==================== block 1
[config.mk]
export PLATFORM = sky130hd
export DESIGN_NAME = sd_irq_ctrl
export DESIGN_NICKNAME = d
export VERILOG_FILES = /design/src/rtl/sd_pkg.sv /design/src/rtl/cd_debounce.sv /design/src/rtl/sd_irq_ctrl.sv
export SDC_FILE = /design/constraint.sdc
export NUM_CORES = 1
export LEC_CHECK = 0
export CORE_MARGIN = 8
export CORE_UTILIZATION = 45
export CTS_CLUSTER_DIAMETER = 30
export CTS_CLUSTER_SIZE = 25
export DETAILED_ROUTE_END_ITERATION = 6
export PLACE_DENSITY = 0.79
export REMOVE_ABC_BUFFERS = 1
export SLEW_MARGIN = 10
export SYNTH_ARGS = -nofsm -noshare
export SYNTH_HDL_FRONTEND = slang
export SYNTH_SLANG_ARGS = --single-unit
[constraint.sdc]
create_clock -name CLKCPU -period 2.2 [get_ports CLKCPU]
set_input_delay 0.55 -clock CLKCPU [delete_from_list [all_inputs] [get_ports CLKCPU]]
set_output_delay 0.55 -clock CLKCPU [all_outputs]
set_load 0.02 [all_outputs]
[src/rtl/sd_pkg.sv]
// Shared SD board definitions: sdcard types plus the IRQ register page.
// Holds register offsets, bit indices and the IRQ bus FSM encoding.
package sd_pkg;

  typedef enum logic [1:0] {
    SD_CARD_NONE = 2'd0,
    SD_CARD_SDSC = 2'd1,
    SD_CARD_SDHC = 2'd2
  } sd_card_e;

  typedef struct packed {
    logic       busy;
    logic       crc_err;
    sd_card_e   card;
  } sd_status_t;

  localparam logic [7:0] IRQ_OFF_STATUS = 8'h00;
  localparam logic [7:0] IRQ_OFF_MASK   = 8'h02;

  localparam int ST_INS     = 0;
  localparam int ST_REM     = 1;
  localparam int ST_CTRL    = 2;
  localparam int ST_PRESENT = 8;
  localparam int MSK_GLOBAL = 15;

  typedef enum logic [1:0] {
    BUS_IDLE = 2'd0,
    BUS_ACK  = 2'd1,
    BUS_HOLD = 2'd2
  } irq_bus_e;

endpackage

[src/rtl/cd_debounce.sv]
// Card-detect debouncer: level plus one-cycle rise/fall pulses.
// Ports: CLKCPU, RESET_n, cd_i (synchronised), level_o, rise_o, fall_o.
module cd_debounce #(
  parameter logic [15:0] CYCLES = 16'd50000
) (
  input  logic CLKCPU,
  input  logic RESET_n,
  input  logic cd_i,
  output logic level_o,
  output logic rise_o,
  output logic fall_o
);

  logic        sample_q, sample_d;
  logic [15:0] cnt_q, cnt_d;
  logic        level_q, level_d;
  logic        rise_q, rise_d;
  logic        fall_q, fall_d;

  always_comb begin
    sample_d = sample_q;
    cnt_d    = cnt_q;
    level_d  = level_q;
    rise_d   = 1'b0;
    fall_d   = 1'b0;
    if (cd_i != sample_q) begin
      sample_d = cd_i;
      cnt_d    = '0;
    end else if (cnt_q != CYCLES - 16'd1) begin
      cnt_d = cnt_q + 16'd1;
    end else if (level_q != sample_q) begin
      // window complete and input stable: commit
      level_d = sample_q;
      rise_d  = sample_q;
      fall_d  = ~sample_q;
    end
  end

  always_ff @(posedge CLKCPU or negedge RESET_n) begin
    if (!RESET_n) begin
      sample_q <= 1'b1;
      cnt_q    <= '0;
      level_q  <= 1'b1;
      rise_q   <= 1'b0;
      fall_q   <= 1'b0;
    end else begin
      sample_q <= sample_d;
      cnt_q    <= cnt_d;
      level_q  <= level_d;
      rise_q   <= rise_d;
      fall_q   <= fall_d;
    end
  end

  assign level_o = level_q;
  assign rise_o  = rise_q;
  assign fall_o  = fall_q;

endmodule

[src/rtl/sd_irq_ctrl.sv]
// SD board IRQ controller: STATUS/MASK page, card-detect and INT2 drive.
// Ports: CPU bus (AS/DS/RW/A/D), SD_INT_n, CD_n, DTACK_n, INT2 open-drain.
module sd_irq_ctrl
  import sd_pkg::*;
#(
  parameter logic [15:0] DEBOUNCE_CYCLES = 16'd50000,
  parameter logic [7:0]  REG_PAGE        = 8'hFF
) (
  input  logic        CLKCPU,
  input  logic        RESET_n,
  input  logic        AS_CPU_n,
  input  logic        DS_n,
  input  logic        RW_n,
  input  logic [23:1] A,
  input  logic [7:0]  BASE_SD,
  input  logic        SD_CONFIGURED_n,
  input  logic        SD_INT_n,
  input  logic        CD_n,
  input  logic [15:0] D_IN,
  output logic [15:0] D_OUT,
  output logic        DATA_OE,
  output logic        IRQ_ACCESS,
  output logic        DTACK_n,
  output logic        INT2_n_OUT,
  output logic        INT2_n_OE
);

  logic cd_s1_q, cd_s2_q;
  logic int_s1_q, int_s2_q, int_prev_q;

  always_ff @(posedge CLKCPU or negedge RESET_n) begin
    if (!RESET_n) begin
      cd_s1_q    <= 1'b1;
      cd_s2_q    <= 1'b1;
      int_s1_q   <= 1'b1;
      int_s2_q   <= 1'b1;
      int_prev_q <= 1'b1;
    end else begin
      cd_s1_q    <= CD_n;
      cd_s2_q    <= cd_s1_q;
      int_s1_q   <= SD_INT_n;
      int_s2_q   <= int_s1_q;
      int_prev_q <= int_s2_q;
    end
  end

  logic cd_lvl, cd_rise, cd_fall;

  cd_debounce #(
    .CYCLES (DEBOUNCE_CYCLES)
  ) u_cd_debounce (
    .CLKCPU  (CLKCPU),
    .RESET_n (RESET_n),
    .cd_i    (cd_s2_q),
    .level_o (cd_lvl),
    .rise_o  (cd_rise),
    .fall_o  (cd_fall)
  );

  // only the falling edge counts, so a held-low request
  // cannot re-arm bit2 once software clears it
  logic int_fall;
  assign int_fall = int_prev_q & ~int_s2_q;

  assign IRQ_ACCESS = !SD_CONFIGURED_n
                    && A[23:16] == BASE_SD
                    && A[15:8] == REG_PAGE
                    && !AS_CPU_n;

  logic [7:0] off;
  logic       sel_stat, sel_mask;
  assign off      = {A[7:1], 1'b0};
  assign sel_stat = off == IRQ_OFF_STATUS;
  assign sel_mask = off == IRQ_OFF_MASK;

  logic [2:0] pend_q, pend_d;
  logic [2:0] mask_q, mask_d;
  logic       gl_q, gl_d;
  logic       int2_q, int2_d;

  logic [15:0] stat_w, mask_w, rd_mux;

  always_comb begin
    stat_w = '0;
    stat_w[ST_CTRL:ST_INS] = pend_q;
    stat_w[ST_PRESENT] = ~cd_lvl;
    mask_w = '0;
    mask_w[2:0] = mask_q;
    mask_w[MSK_GLOBAL] = gl_q;
    rd_mux = '0;
    if (sel_stat) rd_mux = stat_w;
    else if (sel_mask) rd_mux = mask_w;
  end

  irq_bus_e    state_q, state_d;
  logic        rd_q, rd_d;
  logic [15:0] rdata_q, rdata_d;
  logic        wr_stat, wr_mask;

  always_comb begin
    state_d = state_q;
    rd_d    = rd_q;
    rdata_d = rdata_q;
    wr_stat = 1'b0;
    wr_mask = 1'b0;
    if (AS_CPU_n) begin
      state_d = BUS_IDLE;
      rd_d    = 1'b0;
    end else begin
      unique case (state_q)
        BUS_IDLE: begin
          if (IRQ_ACCESS && !DS_n) begin
            state_d = BUS_ACK;
            rd_d    = RW_n;
            rdata_d = RW_n ? rd_mux : 16'h0000;
            wr_stat = !RW_n && sel_stat;
            wr_mask = !RW_n && sel_mask;
          end
        end
        BUS_ACK:  state_d = BUS_HOLD;
        BUS_HOLD: state_d = BUS_HOLD;
        default:  state_d = BUS_IDLE;
      endcase
    end
  end

  logic [2:0] pend_set, pend_clr;
  assign pend_set = {int_fall, cd_rise, cd_fall};
  assign pend_clr = wr_stat ? D_IN[2:0] : 3'b000;

  always_comb begin
    // set is ORed in last so it wins over a same-cycle clear
    pend_d = (pend_q & ~pend_clr) | pend_set;
    mask_d = wr_mask ? D_IN[2:0] : mask_q;
    gl_d   = wr_mask ? D_IN[MSK_GLOBAL] : gl_q;
    int2_d = gl_q && |(pend_q & mask_q);
  end

  always_ff @(posedge CLKCPU or negedge RESET_n) begin
    if (!RESET_n) begin
      state_q <= BUS_IDLE;
      rd_q    <= 1'b0;
      rdata_q <= '0;
      pend_q  <= '0;
      mask_q  <= '0;
      gl_q    <= 1'b0;
      int2_q  <= 1'b0;
    end else begin
      state_q <= state_d;
      rd_q    <= rd_d;
      rdata_q <= rdata_d;
      pend_q  <= pend_d;
      mask_q  <= mask_d;
      gl_q    <= gl_d;
      int2_q  <= int2_d;
    end
  end

  logic acking;
  assign acking = (state_q == BUS_ACK || state_q == BUS_HOLD)
                && !SD_CONFIGURED_n;

  assign DTACK_n    = !acking;
  assign DATA_OE    = acking && rd_q;
  assign D_OUT      = DATA_OE ? rdata_q : 16'h0000;
  assign INT2_n_OUT = 1'b0;
  assign INT2_n_OE  = int2_q;

  logic unused_din;
  assign unused_din = ^D_IN[14:3];

endmodule

==================== block 2
$ cat config.mk
export PLATFORM = sky130hd
export DESIGN_NAME = led_chaser
export DESIGN_NICKNAME = d
export VERILOG_FILES = /design/src/rtl/led_chaser_pkg.sv /design/src/rtl/key_debounce.sv /design/src/rtl/led_chaser.sv
export SDC_FILE = /design/constraint.sdc
export NUM_CORES = 1
export LEC_CHECK = 0
export CORE_MARGIN = 5
export CORE_UTILIZATION = 45
export DETAILED_ROUTE_END_ITERATION = 8
export GPL_TIMING_DRIVEN = 0
export SYNTH_ARGS = -nofsm -noshare
export SYNTH_HDL_FRONTEND = slang
export SYNTH_SLANG_ARGS = --single-unit
export TNS_END_PERCENT = 50
$ cat constraint.sdc
create_clock -name clk -period 3.95 [get_ports clk]
set_input_delay 1.185 -clock clk [delete_from_list [all_inputs] [get_ports clk]]
set_output_delay 1.185 -clock clk [all_outputs]
set_load 0.02 [all_outputs]
$ cat src/rtl/led_chaser_pkg.sv
// Shared encodings for the LED chaser: display modes and bounce direction.
package led_chaser_pkg;

  typedef enum logic [1:0] {
    MODE_BLINK  = 2'b00,
    MODE_SOLID  = 2'b01,
    MODE_AUTO   = 2'b10,
    MODE_BOUNCE = 2'b11
  } mode_e;

  typedef enum logic {
    DIR_UP   = 1'b0,
    DIR_DOWN = 1'b1
  } dir_e;

  // Modes in which the display tick moves the position by itself.
  function automatic logic tick_moves(input mode_e m);
    return (m == MODE_AUTO) || (m == MODE_BOUNCE);
  endfunction

endpackage

$ cat src/rtl/key_debounce.sv
// Push-key conditioner: 2-flop synchroniser, stable-count debounce, and a
// one-cycle press pulse on each accepted rising level.
module key_debounce
  import led_chaser_pkg::*;
#(
  parameter int unsigned DEBOUNCE_CYC = 250_000
) (
  input  logic clk,
  input  logic rst,
  input  logic din,
  output logic level,
  output logic press
);

  localparam int unsigned      CNT_W    = $clog2(DEBOUNCE_CYC + 1);
  localparam logic [CNT_W-1:0] CNT_LAST = CNT_W'(DEBOUNCE_CYC - 1);

  logic             sync1_q, sync1_d;
  logic             sync2_q, sync2_d;
  logic             level_q, level_d;
  logic             press_q, press_d;
  logic [CNT_W-1:0] cnt_q, cnt_d;

  // Accept the synchronised level only after DEBOUNCE_CYC consecutive mismatches.
  always_comb begin
    sync1_d = din;
    sync2_d = sync1_q;
    cnt_d   = '0;
    level_d = level_q;
    if (sync2_q != level_q) begin
      if (cnt_q == CNT_LAST) begin
        level_d = sync2_q;
      end else begin
        cnt_d = cnt_q + CNT_W'(1);
      end
    end
    press_d = level_d & ~level_q;
  end

  always_ff @(posedge clk or posedge rst) begin
    if (rst) begin
      sync1_q <= 1'b0;
      sync2_q <= 1'b0;
      cnt_q   <= '0;
      level_q <= 1'b0;
      press_q <= 1'b0;
    end else begin
      sync1_q <= sync1_d;
      sync2_q <= sync2_d;
      cnt_q   <= cnt_d;
      level_q <= level_d;
      press_q <= press_d;
    end
  end

  assign level = level_q;
  assign press = press_q;

endmodule

$ cat src/rtl/led_chaser.sv
// N-LED position indicator/chaser: key-stepped or tick-driven one-hot position
// with blink, solid, auto-chase and bounce display modes.
module led_chaser
  import led_chaser_pkg::*;
#(
  parameter int unsigned N_LED        = 8,
  parameter int unsigned TICK_DIV     = 25_000_000,
  parameter int unsigned DEBOUNCE_CYC = 250_000
) (
  input  logic                       clk,
  input  logic                       rst,
  input  logic                       key_next,
  input  logic                       key_prev,
  input  logic [1:0]                 mode,
  output logic [N_LED-1:0]           led,
  output logic [$clog2(N_LED)-1:0]   pos,
  output logic                       tick
);

  localparam int unsigned       POS_W     = $clog2(N_LED);
  localparam int unsigned       TICK_W    = $clog2(TICK_DIV);
  localparam logic [POS_W-1:0]  POS_LAST  = POS_W'(N_LED - 1);
  localparam logic [TICK_W-1:0] TICK_LAST = TICK_W'(TICK_DIV - 1);

  logic              next_press, prev_press;
  logic              next_level, prev_level;
  logic              unused_levels;

  logic [TICK_W-1:0] tick_cnt_q, tick_cnt_d;
  logic              tick_q, tick_d;
  logic [POS_W-1:0]  pos_q, pos_d;
  logic [POS_W-1:0]  pos_up, pos_dn;
  dir_e              dir_q, dir_d;
  logic              blink_q, blink_d;
  mode_e             mode_q, mode_d;
  mode_e             mode_in;
  logic [N_LED-1:0]  led_q, led_d;

  key_debounce #(.DEBOUNCE_CYC(DEBOUNCE_CYC)) u_key_next (
    .clk   (clk),
    .rst   (rst),
    .din   (key_next),
    .level (next_level),
    .press (next_press)
  );

  key_debounce #(.DEBOUNCE_CYC(DEBOUNCE_CYC)) u_key_prev (
    .clk   (clk),
    .rst   (rst),
    .din   (key_prev),
    .level (prev_level),
    .press (prev_press)
  );

  assign unused_levels = next_level ^ prev_level;
  assign mode_in       = mode_e'(mode);

  // Free-running display tick; pulse lands in the cycle the counter is at its last value.
  always_comb begin
    tick_cnt_d = (tick_cnt_q == TICK_LAST) ? '0 : tick_cnt_q + TICK_W'(1);
    tick_d     = (tick_cnt_d == TICK_LAST);
  end

  // Position, direction and blink phase; keys outrank the tick-driven move.
  always_comb begin
    pos_d   = pos_q;
    dir_d   = dir_q;
    blink_d = blink_q;
    mode_d  = mode_in;
    pos_up  = (pos_q == POS_LAST) ? '0 : pos_q + POS_W'(1);
    pos_dn  = (pos_q == '0) ? POS_LAST : pos_q - POS_W'(1);

    if (next_press && !prev_press) begin
      pos_d = pos_up;
    end else if (prev_press && !next_press) begin
      pos_d = pos_dn;
    end else if (!next_press && !prev_press && tick_q && tick_moves(mode_in)) begin
      if (mode_in == MODE_AUTO) begin
        pos_d = pos_up;
      end else if (dir_q == DIR_UP) begin
        if (pos_q == POS_LAST) begin
          dir_d = DIR_DOWN;
          pos_d = pos_dn;
        end else begin
          pos_d = pos_up;
        end
      end else begin
        if (pos_q == '0) begin
          dir_d = DIR_UP;
          pos_d = pos_up;
        end else begin
          pos_d = pos_dn;
        end
      end
    end

    if (mode_in != MODE_BLINK) begin
      blink_d = 1'b1;
    end else if (tick_q) begin
      blink_d = ~blink_q;
    end
    // A visible change always lights the LED so the new position is shown at once.
    if ((pos_d != pos_q) || (mode_in != mode_q)) begin
      blink_d = 1'b1;
    end

    led_d = blink_d ? (N_LED'(1) << pos_d) : '0;
  end

  always_ff @(posedge clk or posedge rst) begin
    if (rst) begin
      tick_cnt_q <= '0;
      tick_q     <= 1'b0;
      pos_q      <= '0;
      dir_q      <= DIR_UP;
      blink_q    <= 1'b1;
      mode_q     <= MODE_BLINK;
      led_q      <= N_LED'(1);
    end else begin
      tick_cnt_q <= tick_cnt_d;
      tick_q     <= tick_d;
      pos_q      <= pos_d;
      dir_q      <= dir_d;
      blink_q    <= blink_d;
      mode_q     <= mode_d;
      led_q      <= led_d;
    end
  end

  assign led  = led_q;
  assign pos  = pos_q;
  assign tick = tick_q;

endmodule

Block 1, clock wires, drivers and flops:
Scale: 3 px per um.
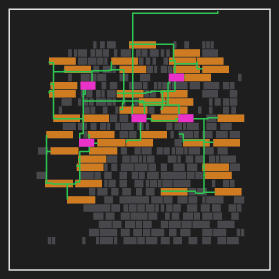
legend:
  orange:
    item: flip-flops
    count: 41
  green:
    item: clock wires
    length: 464 um
  magenta:
    item: clock-net drivers
    count: 5
routed clock nets: 6
relative contribution of the clock network to total power: 0.341
clk latency late pin: 0.29 ns
clock network power: 0.000525 W

==> notes.md, block 1 <==
Notes on the physical implementation.

- The net switching power is between 0.0003 and 0.0004 W, for reference.
- The minimum setup slack in the final design is -0.0006033 ns, for reference.
- The first detailed-routing pass ran for 4 iterations.
- For this run, the chip area from Yosys synthesis comes to roughly 0.0022 mm^2.
- The script computed a power per unit cell area of around 490 mW/mm^2.
- The number of cells on the critical path is 6, for reference.
- Once detailed placement completed, the half-perimeter wirelength came to 4.059 mm.
- The run finished, with violations left.
- According to the floorplan report, the die height is a little under 90 um.
- The via count of the first global-routing pass was between 1500 and 2000.
- The checks that failed: setup timing.
- The top power group is registers, for reference.
- The internal power of the cells totals approximately 0.0012 W.
- Global routing put the most usage on met2.
- The last timing report of the flow puts the setup violation total at 1.
- Tracing the worst setup path back leads to its startpoint at A[12].
- The routed wirelength on the met1 layer is recorded as roughly 2.4 mm.
- The minimum setup slack among reg-to-reg paths is around 0.27 ns, for reference.
- The OpenROAD warning count is about 41, for reference.
- The post-cts sizing count is between 60 and 70, for reference.
- The capture point of the worst reg-to-reg path is gl_q, for reference.
- The slew at the pin closest to its max-slew limit is 0.5136 ns, for reference.
block 1: per-stage QoR:
stage | TNS, ns | cells | setup WS [ns] | utilization | total power (W)
4_1_cts | -0.08776 | 365 | -0.08776 | 0.6489 | 0.001553
3_5_place_dp | -9.522 | 356 | -0.6451 | 0.6184 | 0.001020
5_1_grt | -0.1909 | 368 | -0.07264 | 0.6632 | 0.001620
6_report | -0.0006033 | 368 | -0.0006033 | 0.6632 | 0.001540
2_1_floorplan | -0.5451 | 214 | -0.1090 | - | 0.0008739
3_3_place_gp | -9.292 | 356 | -0.5958 | 0.6184 | 0.001013
block 1: flip-flops by register name, summed over array words and instances, names as in the netlist:
signal / cells
int_s1_q: 1
cd_s2_q: 1
u_cd_debounce.cnt_q: 16
INT2_n_OE: 1
int_s2_q: 1
u_cd_debounce.rise_o: 1
pend_q: 3
u_cd_debounce.level_o: 1
gl_q: 1
int_prev_q: 1
state_q: 2
u_cd_debounce.fall_o: 1
rd_q: 1
mask_q: 3
u_cd_debounce.sample_q: 1
rdata_q: 5
cd_s1_q: 1
Block 2, clock wires, drivers and flops:
Scale: 2 px per um.
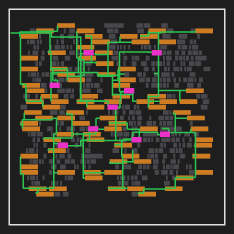
legend:
  magenta:
    item: clock-net drivers
    count: 9
  green:
    item: clock wires
    length: 1070 um
  orange:
    item: flip-flops
    count: 85
routed clock nets: 10

==> notes.md, block 2 <==
Notes on the physical implementation.

- The flow ran to the end, and the final reports show no timing, DRC or antenna violations.
- The detailed-routing wirelength on met1 is about 4.1 mm, for reference.
- The largest registers in the layout are tick_cnt_q: 25 flops, u_key_next.cnt_q: 18 flops, u_key_prev.cnt_q: 18 flops.
- The TritonCTS clock tree is done, for reference.
- The capturing element type of the critical path is a register, for reference.
- The routability congestion estimate from global placement is about 0.85, for reference.
- The number of hold buffers added after CTS is 0, for reference.
- Per the cell usage report, the commonest logic cells after layout are sky130_fd_sc_hd__dfrtp_1, sky130_fd_sc_hd__nor2_1, sky130_fd_sc_hd__xnor2_1, sky130_fd_sc_hd__nand3_1, sky130_fd_sc_hd__nand2_1.
- The part of the Yosys area used for sequential elements is 0.5027, for reference.
- Counting the buffers created by CTS gives 9.
- The insertion delay at the late pin of the worst-skew pair is about 0.35 ns, for reference.
- The kind of launch point of the worst setup path is a primary input, for reference.
- The timing startpoint of the critical path is mode[0], for reference.
- The post-cts sizing count is 0, for reference.
- The horizontal die dimension is 107.0 um, for reference.
- The mux contribution to synthesized area is 0.007679, for reference.
- The leakage power of the design is roughly 2 nW, for reference.
- The register area is between 0.002 and 0.0025 mm^2, for reference.
- Per the synthesis report, the XOR/XNOR share of the synthesized area is 0.1178.
- After synthesis the cells add up to approximately 0.0042 mm^2.
- The total count of hold-check failures in the final report is 0, for reference.
- The post-placement cell area is 0.004576 mm^2.
- Excluding fillers, the count of instances in the completed layout stands at about 580.
- 18 I/O pins were placed.
- The chip height is ~110 um, for reference.
- The synthesis stat section lists a flop and latch total of approximately 85.
- The tightest hold path in the finished design has a slack of ~0.35 ns.
- The tally of buffers added on design ports is 17, for reference.
- The routed length on met3 is around 300 um, for reference.
- In the post-route report, total wirelength is listed as 8.263 mm.
block 2: routing by layer:
layer,vias up,GRT usage
met4,0,0.03562
met5,-,0
li1,1575,-
met2,53,0.2328
met1,1542,0.2276
met3,9,0.04576
block 2: logic make-up after synthesis:
kind of cell               after synthesis
and+or+nand+nor                        217
AOI/OAI and AO/OA                       41
adders and majority gates                8
muxes                                    3
buffers and inverters                   19
DFF                                     85
xor gates and xnor gates                57
block 2: power groups by stage:
stage	registers [W]	logic, W	clock network (W)
after floorplan	0.000900	0.0000254	0
after global placement	0.000901	0.0000399	0
after detailed placement	0.000901	0.0000446	0
after CTS	0.000884	0.0000447	0.000716
after global routing	0.000885	0.0000500	0.000752
final	0.000884	0.0000423	0.000685
block 2: area by class of cell:
| class | count | area share |
|---|---|---|
| timing repair buffer | 18 | 0.04118 |
| buffer | 7 | 0.005994 |
| clock inverter | 5 | 0.01746 |
| sequential | 85 | 0.4436 |
| clock buffer | 11 | 0.02945 |
| tap | 111 | 0.02893 |
| inverter | 12 | 0.009904 |
| multi-input combinational | 326 | 0.4235 |


==> gallery <==
The metal 1 layer.
Plate I
Scale: 4 px per um. Supply wires on this layer in grey.
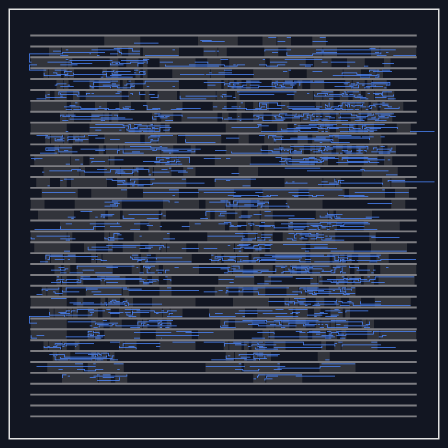
Plate II
Scale: 6 px per um. Supply wires on this layer in grey.
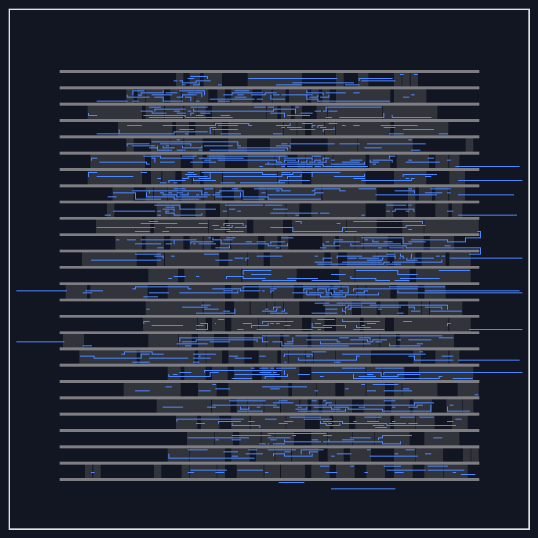
block 1: Plate II
block 2: Plate I
The one with the largest die is Plate I.

Key to Plate II:
nets with wire on the layer: 321
wire length on this layer: 2360 um
longest straight run: 24.4 um
main direction: horizontal

No activity file was given, so power comes from the tool's default toggle rates.
